# ---- sig_gen_sequencer ----
==> sig_gen_sequencer/port_trees.png <==
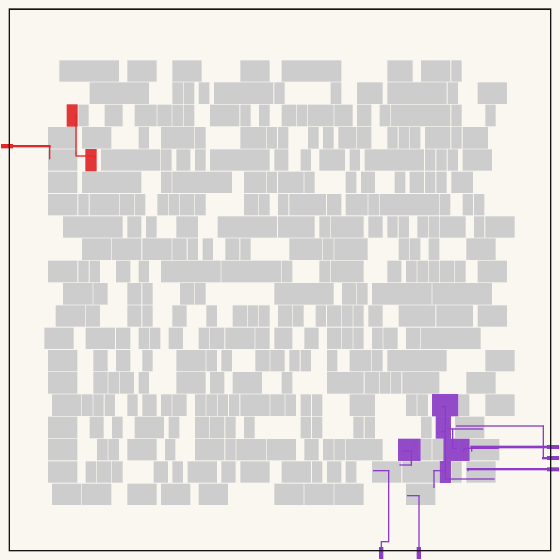

[config.mk]
export PLATFORM = sky130hd
export DESIGN_NAME = sig_gen_sequencer
export DESIGN_NICKNAME = d
export VERILOG_FILES = /design/src/rtl/sig_gen_sequencer.sv
export SDC_FILE = /design/constraint.sdc
export NUM_CORES = 1
export LEC_CHECK = 0
export ABC_AREA = 1
export CORE_MARGIN = 4
export CORE_UTILIZATION = 48
export DETAILED_ROUTE_END_ITERATION = 8
export PLACE_DENSITY_LB_ADDON = 0.05
export SETUP_SLACK_MARGIN = 0.5
export SLEW_MARGIN = 20
export SYNTH_ARGS = -nofsm -noshare
export SYNTH_HDL_FRONTEND = slang
export SYNTH_SLANG_ARGS = --single-unit
export TNS_END_PERCENT = 10
[constraint.sdc]
create_clock -name clk -period 4.15 [get_ports clk]
set_input_delay 0.83 -clock clk [delete_from_list [all_inputs] [get_ports clk]]
set_output_delay 0.83 -clock clk [all_outputs]
set_load 0.05 [all_outputs]
[src/rtl/sig_gen_sequencer.sv]
// Register-programmed 4-bit pattern generator: steps through nibbles of a pattern bank.
// Optional build macro SIG_GEN_TRIG_SYNC_EN adds a 2-flop synchronizer on trig_in.
module sig_gen_sequencer #(
    parameter int PATTERN_BYTES = 4,
    parameter logic [3:0] IDLE_VALUE = 4'b0000,
    localparam int STEP_W = ($clog2(2*PATTERN_BYTES) < 1) ? 1 : $clog2(2*PATTERN_BYTES)
) (
    input  logic                       clk,
    input  logic                       rst,
    input  logic                       cfg_enable,
    input  logic                       cfg_trig_mode,
    input  logic                       cfg_loop,
    input  logic [7:0]                 cfg_prescale,
    input  logic [4:0]                 cfg_length,
    input  logic [8*PATTERN_BYTES-1:0] pattern,
    input  logic                       trig_in,
    output logic [3:0]                 sig_out,
    output logic                       sig_run,
    output logic                       sig_armed,
    output logic                       sig_done,
    output logic [STEP_W-1:0]          step_index
);
    localparam int NSTEPS = 2*PATTERN_BYTES;

    typedef enum logic [1:0] {IDLE, ARMED, RUN, DONE} state_t;

    state_t     state;
    logic [7:0] cnt;
    logic       trig_d;
    logic       trig_q;
    logic       trig_edge;

`ifdef SIG_GEN_TRIG_SYNC_EN
    logic trig_s1;
    logic trig_s2;

    always_ff @(posedge clk) begin
        if (rst) begin
            trig_s1 <= 1'b0;
            trig_s2 <= 1'b0;
        end else begin
            trig_s1 <= trig_in;
            trig_s2 <= trig_s1;
        end
    end

    assign trig_d = trig_s2;
`else
    assign trig_d = trig_in;
`endif

    always_ff @(posedge clk) begin
        if (rst) trig_q <= 1'b0;
        else     trig_q <= trig_d;
    end

    assign trig_edge = trig_d & ~trig_q;

    function automatic logic [3:0] nibble(input logic [8*PATTERN_BYTES-1:0] p,
                                          input logic [STEP_W-1:0] s);
        return p[4*s +: 4];
    endfunction

    // Length 0 or anything beyond the bank selects the full bank.
    function automatic logic [STEP_W-1:0] last_step(input logic [4:0] len);
        if (len == 5'd0 || int'(len) > NSTEPS)
            return STEP_W'(NSTEPS - 1);
        else
            return STEP_W'(int'(len) - 1);
    endfunction

    always_ff @(posedge clk) begin
        if (rst) begin
            state      <= IDLE;
            sig_out    <= IDLE_VALUE;
            sig_run    <= 1'b0;
            sig_armed  <= 1'b0;
            sig_done   <= 1'b0;
            step_index <= '0;
            cnt        <= 8'd0;
        end else begin
            sig_done <= 1'b0;
            if (!cfg_enable) begin
                // Abort wins over any same-cycle trigger edge or step advance.
                state      <= IDLE;
                sig_out    <= IDLE_VALUE;
                sig_run    <= 1'b0;
                sig_armed  <= 1'b0;
                step_index <= '0;
                cnt        <= 8'd0;
            end else begin
                case (state)
                    IDLE: begin
                        if (cfg_trig_mode) begin
                            state     <= ARMED;
                            sig_armed <= 1'b1;
                        end else begin
                            state      <= RUN;
                            sig_run    <= 1'b1;
                            step_index <= '0;
                            sig_out    <= nibble(pattern, '0);
                            cnt        <= cfg_prescale;
                        end
                    end
                    ARMED: begin
                        if (trig_edge) begin
                            state      <= RUN;
                            sig_armed  <= 1'b0;
                            sig_run    <= 1'b1;
                            step_index <= '0;
                            sig_out    <= nibble(pattern, '0);
                            cnt        <= cfg_prescale;
                        end
                    end
                    RUN: begin
                        if (cnt != 8'd0) begin
                            cnt <= cnt - 8'd1;
                        end else if (step_index >= last_step(cfg_length)) begin
                            if (cfg_loop) begin
                                step_index <= '0;
                                sig_out    <= nibble(pattern, '0);
                                cnt        <= cfg_prescale;
                            end else begin
                                state    <= DONE;
                                sig_out  <= IDLE_VALUE;
                                sig_run  <= 1'b0;
                                sig_done <= 1'b1;
                            end
                        end else begin
                            step_index <= step_index + STEP_W'(1);
                            sig_out    <= nibble(pattern, step_index + STEP_W'(1));
                            cnt        <= cfg_prescale;
                        end
                    end
                    default: begin
                        // DONE holds until enable drops.
                        state <= DONE;
                    end
                endcase
            end
        end
    end
endmodule
# ---- fp32_div_seq ----
===== src/rtl/fp32_div_seq.sv =====
// Sequential FP32 divider: result = a / b, 26-step restoring mantissa divide,
// round-to-nearest-even, subnormals flushed, fixed latency including special cases.
module fp32_div_seq (
  input  logic        clk,
  input  logic        rst_n,
  input  logic        in_valid,
  output logic        in_ready,
  input  logic [31:0] a,
  input  logic [31:0] b,
  output logic        out_valid,
  input  logic        out_ready,
  output logic [31:0] result,
  output logic        div_by_zero
);

  localparam logic [2:0] ST_IDLE   = 3'd0;
  localparam logic [2:0] ST_SETUP  = 3'd1;
  localparam logic [2:0] ST_DIVIDE = 3'd2;
  localparam logic [2:0] ST_ROUND  = 3'd3;
  localparam logic [2:0] ST_DONE   = 3'd4;

  localparam logic [31:0] QNAN = 32'h7FC00000;

  logic [2:0]        r_state;
  logic [31:0]       r_a;
  logic [31:0]       r_b;
  logic              r_sign;
  logic signed [9:0] r_exp;
  logic [23:0]       r_mb;
  logic [25:0]       r_rem;
  logic [25:0]       r_q;
  logic [4:0]        r_cnt;
  logic              r_spec;
  logic [31:0]       r_spec_res;
  logic              r_spec_dbz;
  logic              r_out_valid;
  logic [31:0]       r_result;
  logic              r_dbz;

  // Operand unpack and classification (exponent 0 is flushed to zero)
  logic [7:0]        w_ea;
  logic [7:0]        w_eb;
  logic [22:0]       w_fa;
  logic [22:0]       w_fb;
  logic [23:0]       w_ma;
  logic [23:0]       w_mb;
  logic              w_a_zero;
  logic              w_b_zero;
  logic              w_a_inf;
  logic              w_b_inf;
  logic              w_a_nan;
  logic              w_b_nan;
  logic              w_sign;
  logic              w_a_lt;
  logic signed [9:0] w_exp_raw;

  assign w_ea      = r_a[30:23];
  assign w_eb      = r_b[30:23];
  assign w_fa      = r_a[22:0];
  assign w_fb      = r_b[22:0];
  assign w_ma      = {1'b1, w_fa};
  assign w_mb      = {1'b1, w_fb};
  assign w_a_zero  = (w_ea == 8'h00);
  assign w_b_zero  = (w_eb == 8'h00);
  assign w_a_inf   = (w_ea == 8'hFF) && (w_fa == 23'd0);
  assign w_b_inf   = (w_eb == 8'hFF) && (w_fb == 23'd0);
  assign w_a_nan   = (w_ea == 8'hFF) && (w_fa != 23'd0);
  assign w_b_nan   = (w_eb == 8'hFF) && (w_fb != 23'd0);
  assign w_sign    = r_a[31] ^ r_b[31];
  assign w_a_lt    = (w_ma < w_mb);
  assign w_exp_raw = $signed({2'b00, w_ea}) - $signed({2'b00, w_eb}) + 10'sd127;

  logic        w_spec;
  logic [31:0] w_spec_res;
  logic        w_spec_dbz;

  always_comb begin
    w_spec     = 1'b1;
    w_spec_res = 32'd0;
    w_spec_dbz = 1'b0;
    if (w_a_nan || w_b_nan || (w_a_inf && w_b_inf) || (w_a_zero && w_b_zero)) begin
      w_spec_res = QNAN;
    end else if (w_a_inf) begin
      w_spec_res = {w_sign, 8'hFF, 23'd0};
    end else if (w_b_zero) begin
      w_spec_res = {w_sign, 8'hFF, 23'd0};
      w_spec_dbz = 1'b1;
    end else if (w_a_zero || w_b_inf) begin
      w_spec_res = {w_sign, 31'd0};
    end else begin
      w_spec     = 1'b0;
    end
  end

  // One restoring step: compare, subtract, then double the residual
  logic        w_ge;
  logic [25:0] w_rem_sub;
  logic [25:0] w_rem_next;
  logic [25:0] w_q_next;

  assign w_ge       = (r_rem >= {2'b00, r_mb});
  assign w_rem_sub  = w_ge ? (r_rem - {2'b00, r_mb}) : r_rem;
  assign w_rem_next = {w_rem_sub[24:0], 1'b0};
  assign w_q_next   = {r_q[24:0], w_ge};

  // Rounding and packing
  logic              w_guard;
  logic              w_rnd;
  logic              w_sticky;
  logic              w_up;
  logic [24:0]       w_man_sum;
  logic [23:0]       w_man;
  logic signed [9:0] w_exp_rnd;
  logic [31:0]       w_packed;
  logic [31:0]       w_final;

  assign w_guard   = r_q[1];
  assign w_rnd     = r_q[0];
  assign w_sticky  = (r_rem != 26'd0);
  assign w_up      = w_guard && (w_rnd || w_sticky || r_q[2]);
  assign w_man_sum = {1'b0, r_q[25:2]} + {24'd0, w_up};
  assign w_man     = w_man_sum[24] ? 24'h800000 : w_man_sum[23:0];
  assign w_exp_rnd = r_exp + $signed({9'd0, w_man_sum[24]});

  always_comb begin
    if (w_exp_rnd >= 10'sd255) begin
      w_packed = {r_sign, 8'hFF, 23'd0};
    end else if (w_exp_rnd <= 10'sd0) begin
      w_packed = {r_sign, 31'd0};
    end else begin
      w_packed = {r_sign, w_exp_rnd[7:0], w_man[22:0]};
    end
  end

  assign w_final = r_spec ? r_spec_res : w_packed;

  always_ff @(posedge clk or negedge rst_n) begin
    if (!rst_n) begin
      r_state     <= ST_IDLE;
      r_a         <= 32'd0;
      r_b         <= 32'd0;
      r_sign      <= 1'b0;
      r_exp       <= 10'sd0;
      r_mb        <= 24'd0;
      r_rem       <= 26'd0;
      r_q         <= 26'd0;
      r_cnt       <= 5'd0;
      r_spec      <= 1'b0;
      r_spec_res  <= 32'd0;
      r_spec_dbz  <= 1'b0;
      r_out_valid <= 1'b0;
      r_result    <= 32'd0;
      r_dbz       <= 1'b0;
    end else begin
      case (r_state)
        ST_IDLE: begin
          if (in_valid) begin
            r_a     <= a;
            r_b     <= b;
            r_state <= ST_SETUP;
          end
        end
        ST_SETUP: begin
          r_sign     <= w_spec ? w_spec_res[31] : w_sign;
          r_mb       <= w_mb;
          // Pre-normalise so the quotient lands in [1,2)
          r_rem      <= w_a_lt ? {1'b0, w_ma, 1'b0} : {2'b00, w_ma};
          r_exp      <= w_a_lt ? (w_exp_raw - 10'sd1) : w_exp_raw;
          r_q        <= 26'd0;
          r_cnt      <= 5'd0;
          r_spec     <= w_spec;
          r_spec_res <= w_spec_res;
          r_spec_dbz <= w_spec_dbz;
          r_state    <= ST_DIVIDE;
        end
        ST_DIVIDE: begin
          r_rem <= w_rem_next;
          r_q   <= w_q_next;
          if (r_cnt == 5'd25) begin
            r_state <= ST_ROUND;
          end else begin
            r_cnt <= r_cnt + 5'd1;
          end
        end
        ST_ROUND: begin
          r_result    <= w_final;
          r_dbz       <= r_spec & r_spec_dbz;
          r_out_valid <= 1'b1;
          r_state     <= ST_DONE;
        end
        ST_DONE: begin
          if (out_ready) begin
            r_out_valid <= 1'b0;
            r_state     <= ST_IDLE;
          end
        end
        default: begin
          r_state <= ST_IDLE;
        end
      endcase
    end
  end

  assign in_ready    = (r_state == ST_IDLE);
  assign out_valid   = r_out_valid;
  assign result      = r_result;
  assign div_by_zero = r_dbz;

endmodule


===== config.mk =====
export PLATFORM = sky130hd
export DESIGN_NAME = fp32_div_seq
export DESIGN_NICKNAME = d
export VERILOG_FILES = /design/src/rtl/fp32_div_seq.sv
export SDC_FILE = /design/constraint.sdc
export NUM_CORES = 1
export LEC_CHECK = 0
export ABC_AREA = 1
export CORE_ASPECT_RATIO = 0.5
export CORE_UTILIZATION = 35
export CTS_CLUSTER_DIAMETER = 120
export DETAILED_ROUTE_END_ITERATION = 10
export PLACE_DENSITY = 0.54
export SKIP_CTS_REPAIR_TIMING = 1
export SYNTH_ARGS = -nofsm -noshare
export SYNTH_HDL_FRONTEND = slang
export SYNTH_SLANG_ARGS = --single-unit

===== constraint.sdc =====
create_clock -name clk -period 5.3 [get_ports clk]
set_clock_uncertainty 0.1 [all_clocks]
set_input_delay 0.53 -clock clk [delete_from_list [all_inputs] [get_ports clk]]
set_output_delay 0.53 -clock clk [all_outputs]
set_load 0.1 [all_outputs]

# ---- mem_arbiter ----
## config.mk

```make
export PLATFORM = sky130hd
export DESIGN_NAME = mem_arbiter
export DESIGN_NICKNAME = d
export VERILOG_FILES = /design/src/rtl/mem_arbiter_pkg.sv /design/src/rtl/arb_prio2.sv /design/src/rtl/mem_arbiter.sv
export SDC_FILE = /design/constraint.sdc
export NUM_CORES = 1
export LEC_CHECK = 0
export CELL_PAD_IN_SITES_DETAIL_PLACEMENT = 0
export CELL_PAD_IN_SITES_GLOBAL_PLACEMENT = 1
export CORE_MARGIN = 4
export CORE_UTILIZATION = 10
export DETAILED_ROUTE_END_ITERATION = 16
export GPL_ROUTABILITY_DRIVEN = 0
export PLACE_DENSITY_LB_ADDON = 0.1
export SLEW_MARGIN = 10
export SYNTH_ARGS = -nofsm -noshare
export SYNTH_HDL_FRONTEND = slang
export SYNTH_SLANG_ARGS = --single-unit
```

## constraint.sdc

```tcl
create_clock -name clock -period 1.63 [get_ports clock]
set_clock_uncertainty 0.1 [all_clocks]
set_input_delay 0.326 -clock clock [delete_from_list [all_inputs] [get_ports clock]]
set_output_delay 0.326 -clock clock [all_outputs]
set_load 0.1 [all_outputs]
```

## src/rtl/mem_arbiter_pkg.sv

```systemverilog
// Shared types and defaults for the two-port memory arbiter.
package mem_arbiter_pkg;

  localparam int unsigned DEF_ADDR_W       = 32;
  localparam int unsigned DEF_DATA_W       = 32;
  localparam int unsigned DEF_STARVE_LIMIT = 4;
  localparam int unsigned STARVE_CNT_W     = 4;

  typedef enum logic [1:0] {
    IDLE    = 2'd0,
    RESP_IF = 2'd1,
    RESP_DM = 2'd2
  } resp_state_e;

endpackage

```

## src/rtl/arb_prio2.sv

```systemverilog
// Two-input fixed-priority selector; force_lo lets the low-priority side win for one cycle.
module arb_prio2 (
  input  logic hi_req,
  input  logic lo_req,
  input  logic force_lo,
  output logic hi_gnt,
  output logic lo_gnt
);

  always_comb begin
    lo_gnt = lo_req && (force_lo || !hi_req);
    hi_gnt = hi_req && !lo_gnt;
  end

endmodule

```

## src/rtl/mem_arbiter.sv

```systemverilog
// Fetch/data arbiter in front of a single-port memory with 1-cycle read latency.
// Optional starvation guard for fetch enabled by MEM_ARBITER_STARVE_GUARD_EN.
module mem_arbiter
  import mem_arbiter_pkg::*;
#(
  parameter int ADDR_W       = DEF_ADDR_W,
  parameter int DATA_W       = DEF_DATA_W,
  parameter int STARVE_LIMIT = DEF_STARVE_LIMIT
) (
  input  logic              clock,
  input  logic              reset,
  input  logic              if_req,
  input  logic [ADDR_W-1:0] if_addr,
  output logic              if_ready,
  output logic              if_rvalid,
  output logic [DATA_W-1:0] if_rdata,
  input  logic              dm_req,
  input  logic              dm_we,
  input  logic [ADDR_W-1:0] dm_addr,
  input  logic [DATA_W-1:0] dm_wdata,
  output logic              dm_ready,
  output logic              dm_rvalid,
  output logic [DATA_W-1:0] dm_rdata,
  output logic              mem_ren,
  output logic              mem_wen,
  output logic [ADDR_W-1:0] mem_addr,
  output logic [DATA_W-1:0] mem_wdata,
  input  logic [DATA_W-1:0] mem_rdata
);

  if (STARVE_LIMIT < 1 || STARVE_LIMIT > 15) begin : g_bad_limit
    $error("mem_arbiter: STARVE_LIMIT must be in 1..15");
  end

  resp_state_e state_q;
  resp_state_e state_next;
  logic        if_gnt;
  logic        dm_gnt;
  logic        force_if;

  // Requests are masked while reset is low so no strobe or ready leaks out.
  arb_prio2 u_prio (
    .hi_req  (dm_req && reset),
    .lo_req  (if_req && reset),
    .force_lo(force_if),
    .hi_gnt  (dm_gnt),
    .lo_gnt  (if_gnt)
  );

`ifdef MEM_ARBITER_STARVE_GUARD_EN
  logic [STARVE_CNT_W-1:0] starve_cnt;

  always_ff @(posedge clock) begin
    if (!reset || !if_req || if_gnt) starve_cnt <= '0;
    else                             starve_cnt <= starve_cnt + 1'b1;
  end

  assign force_if = (starve_cnt == STARVE_CNT_W'(STARVE_LIMIT));
`else
  assign force_if = 1'b0;
`endif

  always_comb begin
    // NOTE: every output gets a default first so no path infers a latch.
    if_ready  = if_gnt;
    dm_ready  = dm_gnt;
    mem_ren   = 1'b0;
    mem_wen   = 1'b0;
    mem_addr  = '0;
    mem_wdata = '0;
    if (if_gnt) begin
      mem_ren  = 1'b1;
      mem_addr = if_addr;
    end else if (dm_gnt) begin
      mem_ren   = !dm_we;
      mem_wen   = dm_we;
      mem_addr  = dm_addr;
      mem_wdata = dm_wdata;
    end
  end

  always_comb begin
    state_next = IDLE;
    if (if_gnt)               state_next = RESP_IF;
    else if (dm_gnt && !dm_we) state_next = RESP_DM;
  end

  always_ff @(posedge clock) begin
    // NOTE: sequential state uses non-blocking assignment so every flop samples pre-edge values.
    if (!reset) state_q <= IDLE;
    else        state_q <= state_next;
  end

  // A response in flight when reset drops is suppressed immediately.
  always_comb begin
    if_rvalid = reset && (state_q == RESP_IF);
    dm_rvalid = reset && (state_q == RESP_DM);
    if_rdata  = if_rvalid ? mem_rdata : '0;
    dm_rdata  = dm_rvalid ? mem_rdata : '0;
  end

endmodule
```

# ---- cntr_seq_ctrl ----
<file path="config.mk">
export PLATFORM = sky130hd
export DESIGN_NAME = cntr_seq_ctrl
export DESIGN_NICKNAME = d
export VERILOG_FILES = /design/src/rtl/cntr_seq_ctrl.sv
export SDC_FILE = /design/constraint.sdc
export NUM_CORES = 1
export LEC_CHECK = 0
export CAP_MARGIN = 0
export CORE_MARGIN = 5
export CORE_UTILIZATION = 40
export DETAILED_ROUTE_END_ITERATION = 12
export DONT_BUFFER_PORTS = 1
export PLACE_DENSITY = 0.53
export RECOVER_POWER = 100
export SYNTH_ARGS = -nofsm -noshare
export SYNTH_HDL_FRONTEND = slang
export SYNTH_SLANG_ARGS = --single-unit
export TNS_END_PERCENT = 20
</file>
<file path="constraint.sdc">
create_clock -name clk -period 2.1 [get_ports clk]
set_input_delay 0.21 -clock clk [delete_from_list [all_inputs] [get_ports clk]]
set_output_delay 0.21 -clock clk [all_outputs]
set_load 0.03 [all_outputs]
</file>
<file path="src/rtl/cntr_seq_ctrl.sv">
// cntr_seq_ctrl
//   Command-driven sequencer for an M-bit reversible loadable counter.
//   It accepts one command at a time (direction, start value, step count and
//   stop-on-TC flag), loads the counter, and then issues prescaled
//   single-cycle ce pulses. It stops when the step budget is spent, when TC
//   is reached (if requested) or when the command is aborted.
//
// Ports
//   clk, clr        : clock (rising edge) and synchronous active-high reset
//   cmd_vld/cmd_rdy : command handshake; accept = cmd_vld & cmd_rdy
//   cmd_up          : direction (1 = up, 0 = down)
//   cmd_start       : value loaded into the counter
//   cmd_len         : number of ce pulses requested (0 allowed)
//   cmd_stop_tc     : end early when the counter reports TC
//   abort           : terminate the current command
//   cnt_L/cnt_di    : counter load strobe and load data
//   cnt_up/cnt_ce   : counter direction and count enable
//   cnt_q/cnt_tc    : counter value and terminal-count monitor inputs
//   busy, done      : activity flag and single-cycle completion pulse
//   steps_done      : ce pulses issued for the last or current command
//   tc_hit, aborted : how the last command ended
//   final_q         : cnt_q sampled in the DONE cycle
module cntr_seq_ctrl #(
  parameter int M   = 4,
  parameter int DIV = 1
) (
  input  logic         clk,
  input  logic         clr,
  input  logic         cmd_vld,
  output logic         cmd_rdy,
  input  logic         cmd_up,
  input  logic [M-1:0] cmd_start,
  input  logic [M-1:0] cmd_len,
  input  logic         cmd_stop_tc,
  input  logic         abort,
  output logic         cnt_L,
  output logic [M-1:0] cnt_di,
  output logic         cnt_up,
  output logic         cnt_ce,
  input  logic [M-1:0] cnt_q,
  input  logic         cnt_tc,
  output logic         busy,
  output logic         done,
  output logic [M-1:0] steps_done,
  output logic         tc_hit,
  output logic         aborted,
  output logic [M-1:0] final_q
);

  // The prescaler needs at least one bit even when DIV = 1.
  localparam int PW = (DIV > 1) ? $clog2(DIV) : 1;
  localparam logic [PW-1:0] TICK_VAL = PW'(DIV - 1);

  typedef enum logic [1:0] {
    S_IDLE = 2'd0,
    S_LOAD = 2'd1,
    S_RUN  = 2'd2,
    S_DONE = 2'd3
  } state_t;

  state_t         r_state;
  state_t         w_next;

  logic           r_cnt_up;
  logic [M-1:0]   r_start;
  logic [M-1:0]   r_len;
  logic           r_stop_tc;
  logic [PW-1:0]  r_presc;
  logic [M-1:0]   r_steps;
  logic           r_tc_hit;
  logic           r_aborted;
  logic [M-1:0]   r_final_q;

  logic           w_accept;
  logic           w_tick;
  logic           w_tc_stop;
  logic           w_last;
  logic           w_ce;
  logic [M-1:0]   w_steps_inc;

  assign w_accept    = cmd_vld && (r_state == S_IDLE);
  assign w_tick      = (r_presc == TICK_VAL);
  // TC is examined before a ce would be issued on the same tick.
  assign w_tc_stop   = w_tick && r_stop_tc && cnt_tc;
  assign w_steps_inc = r_steps + M'(1);
  assign w_last      = (w_steps_inc == r_len);

  // Next-state and ce decode
  always_comb begin
    w_next = r_state;
    w_ce   = 1'b0;
    unique case (r_state)
      S_IDLE: begin
        if (w_accept) begin
          w_next = S_LOAD;
        end
      end
      S_LOAD: begin
        if (abort || (r_len == '0)) begin
          w_next = S_DONE;
        end else begin
          w_next = S_RUN;
        end
      end
      S_RUN: begin
        if (abort) begin
          w_next = S_DONE;
        end else if (w_tc_stop) begin
          w_next = S_DONE;
        end else if (w_tick) begin
          w_ce = 1'b1;
          if (w_last) begin
            w_next = S_DONE;
          end
        end
      end
      S_DONE: begin
        w_next = S_IDLE;
      end
      default: begin
        w_next = S_IDLE;
      end
    endcase
  end

  // State, captured command and status registers
  always_ff @(posedge clk) begin
    if (clr) begin
      r_state   <= S_IDLE;
      r_cnt_up  <= 1'b1;
      r_start   <= '0;
      r_len     <= '0;
      r_stop_tc <= 1'b0;
      r_presc   <= '0;
      r_steps   <= '0;
      r_tc_hit  <= 1'b0;
      r_aborted <= 1'b0;
      r_final_q <= '0;
    end else begin
      r_state <= w_next;
      unique case (r_state)
        S_IDLE: begin
          if (w_accept) begin
            r_cnt_up  <= cmd_up;
            r_start   <= cmd_start;
            r_len     <= cmd_len;
            r_stop_tc <= cmd_stop_tc;
            r_steps   <= '0;
            r_tc_hit  <= 1'b0;
            r_aborted <= 1'b0;
          end
        end
        S_LOAD: begin
          r_presc <= '0;
          if (abort) begin
            r_aborted <= 1'b1;
          end
        end
        S_RUN: begin
          if (abort) begin
            r_aborted <= 1'b1;
          end else if (w_tc_stop) begin
            r_tc_hit <= 1'b1;
          end else begin
            r_presc <= w_tick ? '0 : (r_presc + PW'(1));
            if (w_tick) begin
              r_steps <= w_steps_inc;
            end
          end
        end
        S_DONE: begin
          r_final_q <= cnt_q;
        end
        default: begin
          r_presc <= '0;
        end
      endcase
    end
  end

  // Output decode
  assign cmd_rdy    = (r_state == S_IDLE);
  assign busy       = (r_state != S_IDLE);
  assign done       = (r_state == S_DONE);
  assign cnt_L      = (r_state == S_LOAD);
  // Load data is driven only while loading so the bus idles at zero.
  assign cnt_di     = (r_state == S_LOAD) ? r_start : '0;
  assign cnt_up     = r_cnt_up;
  assign cnt_ce     = w_ce;
  assign steps_done = r_steps;
  assign tc_hit     = r_tc_hit;
  assign aborted    = r_aborted;
  assign final_q    = r_final_q;

endmodule

</file>

==> screenshots <==
Cell outlines without signal wires.
panel A
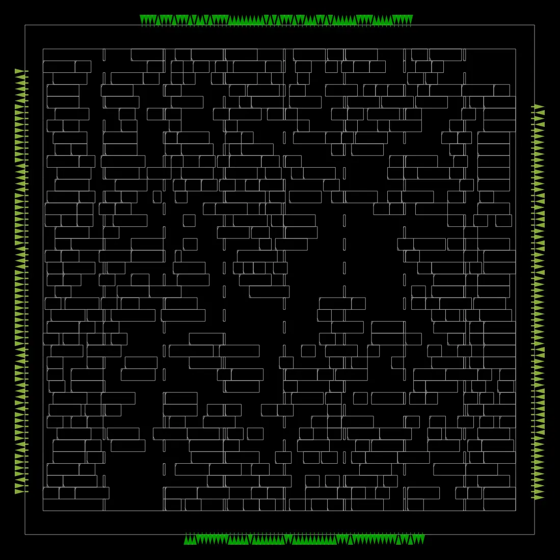
panel B
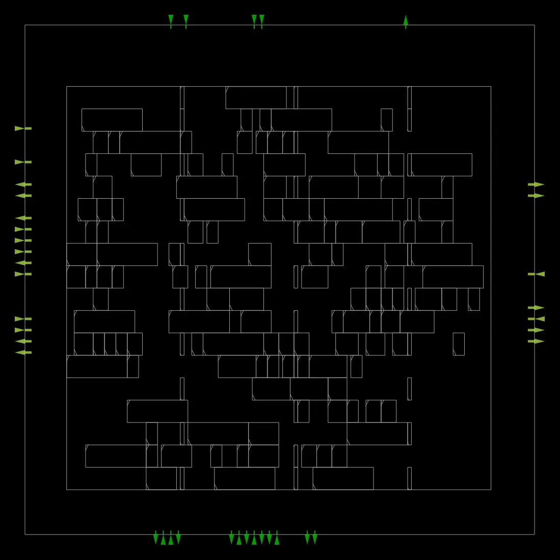
panel C
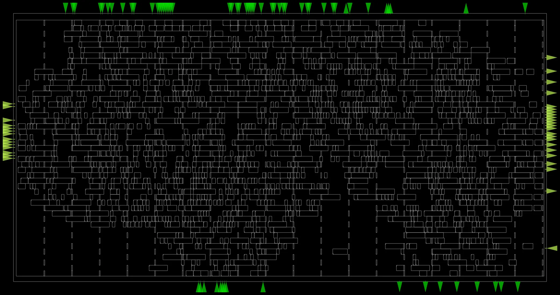
panel D
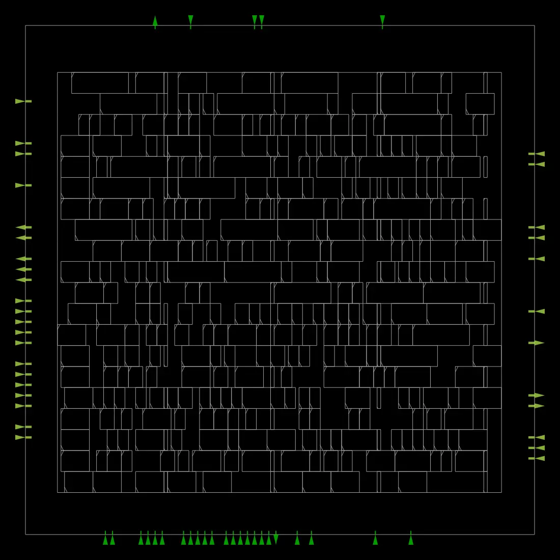
- panel B = cntr_seq_ctrl
- panel D = sig_gen_sequencer
- panel A = mem_arbiter
- panel C = fp32_div_seq
- fewest sequential cells: panel A
- most sequential cells: panel C

==> sig_gen_sequencer/route_heat.png <==
The die is cut into 13 by 13 equal tiles; black is low, pale yellow is high, scaled to the fullest tile. Values are wire area over tile area, all layers added.
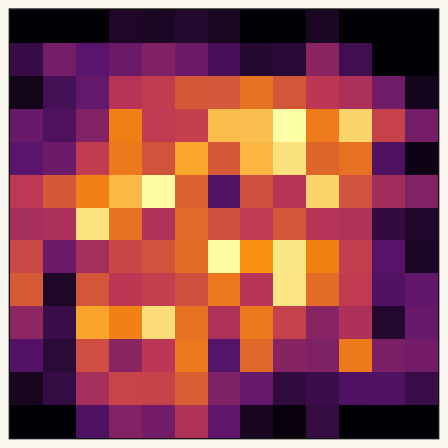
40% of the tiles are over half the peak. The mean over all tiles is 0.15. The fullest tile reaches 0.36. 9.5% of the tiles are nearly empty. The densest ninth of the die: centre.

==> sig_gen_sequencer/ff_map.png <==
Other sequential cells in the stronger grey, the rest of the logic in the fainter grey.
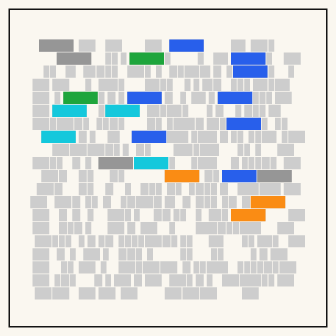
Blue is cnt, sequential cells 8. Cyan is sig_out, sequential cells 4. Green is state, sequential cells 2. Orange is step_index, sequential cells 3.
Register Area: 420 µm²
seq pwr: 222 µW
final core occ: 0.718

## Picture notes: sig_gen_sequencer/port_trees.png
Purple is cfg_length, bits 5, direction input, edge 3 right, 2 bottom, end cells 7, wire 88.8 µm. Red is rst, bits 1, direction input, edge left, end cells 2, wire 13.6 µm.

==> out/qor.yml, sig_gen_sequencer <==
run_status:
  status: "finished, final reports clean"
floorplan:
  rows: 20
  die_w_um: 65.9
  die_h_um: 65.9
  coreArea_um2: 3130
synth:
  ys_seq_share: 0.261
  synthTopCellsByArea: "dfxtp_1, nor2_1, nand2_1, o21ai_0, ha_1"
  yosys_area_um2: 1610
  synth_top_cell_by_count: "nor2_1"
  ff_type: "dfxtp_1"
  synthArstFlopShare: 0
  largest_area_cell: "dfxtp_1"
sta:
  fin_crit_sh: 0.735
  slew_viol_final: 0
  period_needed_ns: 3.05
  tns_ns: 0
global_route:
  use_met2: 0.349
  grt_busiest_layer: "met2"
  grt_max_degree: 25
critical_path:
  rr_endpoint: "sig_out[0]$_SDFFE_PP0P_"
  ff2ff_path_depth: 10
  path_cells: "clkdlybuf4s50_1 > inv_1 > ha_1 > inv_1 > o21ai_0 > nand2_1 > nor2_1 > inv_1 > nor2_1 > ha_1 > a21oi_1 > nand2_1 > a21oi_1 > o21ai_0 > nor2_1 > nor2_1"
  crit_path_end_kind: "flip-flop"
  worst_path_max_delay_cell: "clkdlybuf4s50_1"
  cp-startpoint: "cfg_length[0]"
  path_class: "in -> reg"
detailed_routing:
  antenna_left: 0
  drc: 0
power_and_ir_drop:
  switching_power_uw: 173
  peakVddDrop_mv: 0.230
  total_power_uw: 512
  p_comb_frac: 0.374
layout:
  nNetsFinal: 381
  layout-drive-gt1-share: 0.0561
place:
  dp.cells: 361
  post-dp-hpwl_um: 3080
  placed_area_um2: 2220
clocking:
  post_cts_buffers: 0
  cts_tree: "yes"
sig_gen_sequencer: cell type report:
cell class	count	area share
tap	44	0.0245
clock buffer	3	0.0100
timing repair buffer	60	0.267
clock inverter	1	0.00223
multi-input combinational	206	0.458
inverter	30	0.0501
sequential	21	0.187
sig_gen_sequencer: power by group through the flow:
| stage | Combinational (µW) | Sequential, µW | Clock [µW] |
|---|---|---|---|
| floorplan | 108 | 239 | 0 |
| global placement | 188 | 226 | 0 |
| detailed placement | 192 | 226 | 0 |
| CTS | 193 | 222 | 101 |
| global route | 215 | 223 | 112 |
| finish | 192 | 222 | 98.0 |
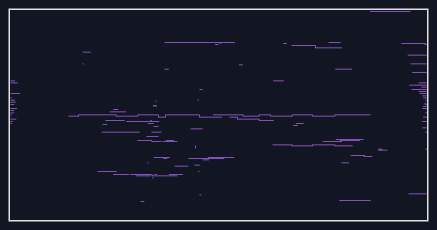
(fp32_div_seq/m3.png)
83 nets have wire on it. The layer holds 2.9% of the routed length. The longest straight run is 44.6 µm. The layer carries 957 µm of wire.
via count: 10752
final wirelength: 33600 µm
GR Util met3: 0.0347

==> out/qor.yml, fp32_div_seq <==
run_status:
  status: "finished, final reports clean"
detailed_routing:
  drt-initial-drc-count: 770
  m1WireLength_um: 17400
  avgViaCountPerCell: 4.94
  wl_met2_um: 14800
  drt_pass1_iterations: 5
synth:
  ff_type: "dfrtp_1"
  muxShareOfSynthArea: 0.0102
  xor_area_frac: 0.0295
  synthTopCellsByArea: "dfrtp_1, nand2_1, inv_1, ha_1, nand3_1"
  ys_seq_elements: 198
  synth-simple-area-share: 0.284
  syn_avg_cell_area_um2: 7.54
critical_path:
  cp_num_cells: 25
  path_class: "reg -> reg"
  r2r-start: "r_q[1]$_DFFE_PN0N_"
  worst_path_max_delay_cell: "dfrtp_1"
  rr_endpoint: "result[18]$_DFFE_PN0P_"
  ff2ff_path_depth: 25
global_route:
  grt_pass1_wl_um: 55300
  grt.met1_usage: 0.284
  grt_remaining_overflow: 0
sta:
  holdWs_ns: 0.0164
  period_needed_ns: 4.27
  max_freq_ghz: 0.234
place:
  dp_slack_ns: 1.02
  placed_area_um2: 13700
layout:
  comb_cells: 1157
  stdcell_count: 2175
  clkbuf_count: 18
  nNetsFinal: 1827
  nonClockBufferCount: 112
  seqAreaFraction: 0.347
  logic_area_um2: 6220
power_and_ir_drop:
  p_int_uw: 4990
  p_per_area_nw_per_um2: 721
  total_power_uw: 10300
  pg_clk_uw: 1420
  power_leader: "combinational cells"
clocking:
  numCtsBuffers: 17
  htree_num_levels: 4
## fp32_div_seq: worst reg2reg max path, delay by kind of cell, from the launching register on
family	cells	cell delay (ns)
AOI/OAI and AO/OA	1	0.15
xor gates and xnor gates	1	0.28
adders and majority gates	3	0.61
buffers and inverters	2	0.20
DFF	1	0.36
and+or+nand+nor	18	2.52
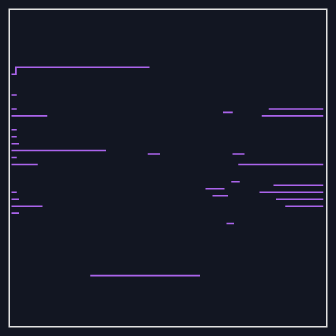
(cntr_seq_ctrl/m3.png)
The wires run mostly horizontal. 24 nets have wire on it. The layer holds 7.4% of the routed length. The layer carries 183 µm of wire.

==> out/qor.yml, cntr_seq_ctrl <==
global_route:
  use_met2: 0.223
  grt_pass1_vias: 936
sta:
  fin_crit_sh: 0.923
  tns_ns: 0
  rsz0062_at_grt: "no"
  worst_slack_ns: 0.162
  finalHoldViolations: 0
layout:
  ff_count: 22
  diodes: 0
  clkbuf_count: 4
  area_growth_pct: 8.37
  layout-drive-gt1-share: 0.0522
  seqAreaFraction: 0.378
power_and_ir_drop:
  pg_seq_uw: 573
  clkPwrFrac: 0.161
  leakage_uw: 0.000448
  p_per_area_nw_per_um2: 1230
  pg_clk_uw: 232
  switching_power_uw: 643
  power_leader: "combinational cells"
synth:
  synth_top_cell_by_count: "nand2_1"
  ys_top_logic_family: "simple AND/OR/NAND/NOR gates"
  top_cells_by_count: "nand2_1, dfxtp_1, a21oi_1"
  ys_sh_adder: 0.0581
detailed_routing:
  m1WireLength_um: 1120
  drt_pass1_iterations: 4
critical_path:
  reg2reg_slack_ns: 0.16
  cp_num_cells: 5
  path_class: "reg -> reg"
  r2r-start: "steps_done[0]$_SDFFE_PP0P_"
  cp-startpoint: "steps_done[0]$_SDFFE_PP0P_"
floorplan:
  die_area_um2: 3830
  fp_util: 0.427
run_status:
  status: "finished, final reports clean"
place:
  place_congestion: 0.811
  dp.cells: 158
## cntr_seq_ctrl: cells in the final DEF (no fill, tap or decap), types with 2 or more instances in the layout
master         count
a211oi_1           3
a21oi_1           16
and2_0             5
clkbuf_1           6
clkbuf_4           3
dfxtp_1           22
dlygate4sd3_1      2
ha_1               5
inv_1              5
mux2i_1            5
nand2_1           27
nand2b_1           2
nand3_1            3
nor2_1             7
o21ai_0            5
xnor2_1            2
==> mem_arbiter/m3.png <==
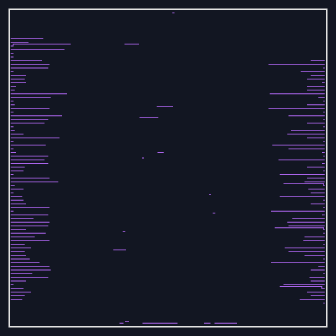
The wires run mostly horizontal. The layer holds 11% of the routed length. The longest straight run is 21.2 µm. The layer carries 1140 µm of wire. 147 nets have wire on it.
via count: 2412
GR Util met3: 0.0494
final wirelength: 10200 µm

==> out/qor.yml, mem_arbiter <==
sta:
  setup_violations: 99
  rsz0062_at_grt: "yes"
  relSlewSlack: 0.833
  period_needed_ns: 1.78
  worst_slack_ns: -0.145
  finalHoldViolations: 0
synth:
  top_cells_by_count: "and2_1, and3_1, a32o_1"
  top_cell_area_share: 0.353
  ys_cells: 166
  syn_area_um2: 1190
min_path:
  min_path_type: "in -> reg"
  min_delay_path_depth: 3
run_status:
  status: "finished with violations"
  violations: "negative setup slack"
critical_path:
  cp-startpoint: "reset"
power_and_ir_drop:
  p_comb_frac: 0.831
  pwr-share-seq: 0.021
  leakage_uw: 0.00256
layout:
  comb_cells: 138
  regArea_um2: 41.3
  nonClockBufferCount: 290
  area_growth_pct: 424
  comb_share: 0.243
  dominant_cells: "non-clock buffers"
  reg_top3: "state_q: 2 flops"
place:
  placed_area_um2: 5970
detailed_routing:
  routed.top_layer: "met4"
## mem_arbiter: repair_timing
action	in CTS	in global routing
endpoints found under the setup margin	134	99
setup buffers	2	0
resized	29	1
cloned	5	1
endpoints found under the hold margin	0	0
pin swaps	16	15
## mem_arbiter: power groups by stage
stage | Clock [µW] | Combinational [µW] | Sequential [µW]
after global placement | 0 | 2000 | 52.7
after CTS | 370 | 2070 | 52.2
after detailed placement | 0 | 2010 | 52.9
final | 365 | 2050 | 52.6
after floorplan | 0 | 1100 | 52.4
after global routing | 382 | 2110 | 52.7


==> gallery <==
Wires at chosen ports, followed through buffers.
shot_01.png
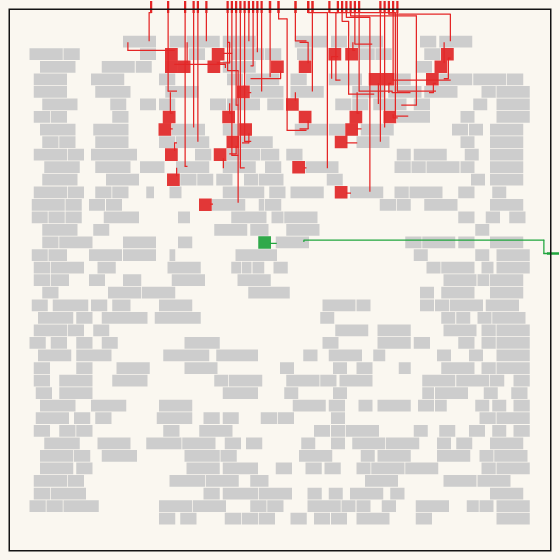
shot_02.png
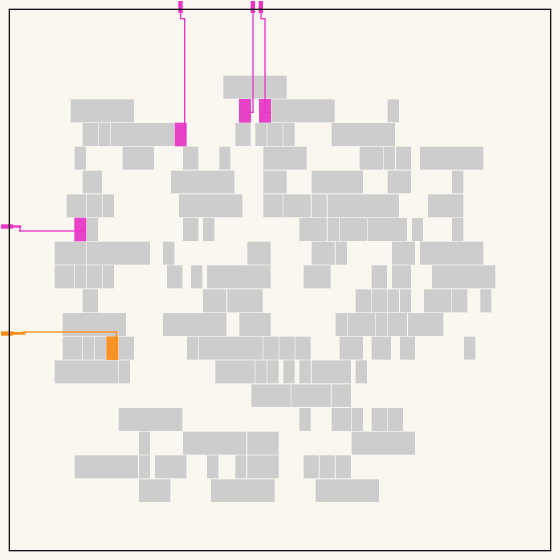
shot_03.png
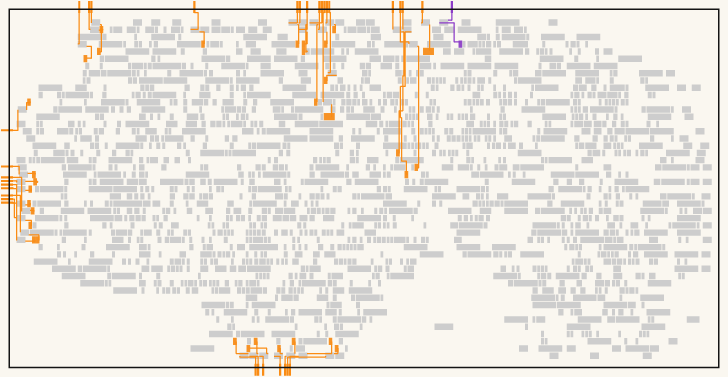
For cntr_seq_ctrl, see shot_02.png.
For mem_arbiter, see shot_01.png.
For fp32_div_seq, see shot_03.png.
The one with the fewest cells is shot_02.png.
The one with the most cells is shot_03.png.

Key to shot_02.png:
Orange is cmd_up, bits 1, direction input, edge left, end cells 1, wire 13.9 µm. Magenta is cmd_len, bits 4, direction input, edge 3 top, 1 left, end cells 4, wire 47.3 µm.


==> notes/layouts.md <==
Pictures saved along the way, in no particular order.

Routed metal per tile.
picture 1
The die is cut into 23 by 23 equal tiles; black is low, pale yellow is high, scaled to the fullest tile. Values are wire area over tile area, all layers added.
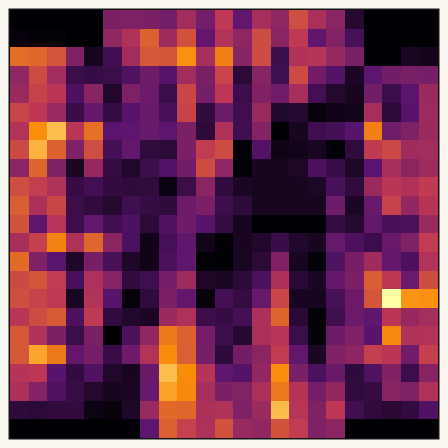
picture 2
The die is cut into 27 by 13 equal tiles; black is low, pale yellow is high, scaled to the fullest tile. Values are wire area over tile area, all layers added.
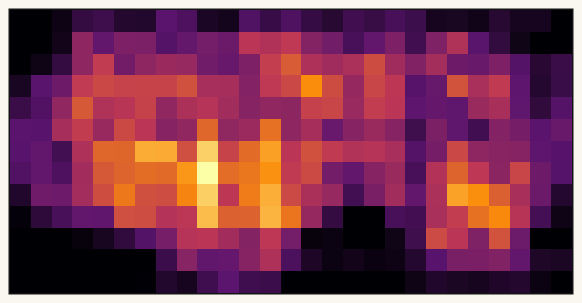
picture 3
The die is cut into 12 by 12 equal tiles; black is low, pale yellow is high, scaled to the fullest tile. Values are wire area over tile area, all layers added.
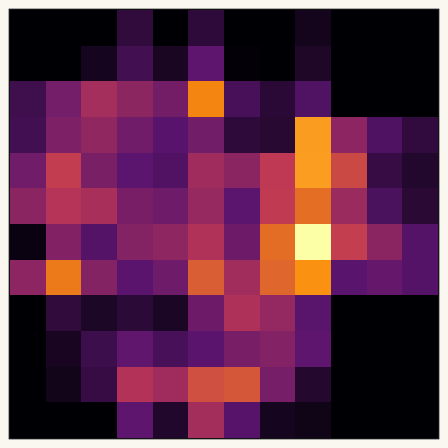
picture 1: mem_arbiter
picture 2: fp32_div_seq
picture 3: cntr_seq_ctrl

Power and IR drop assume default switching activity.
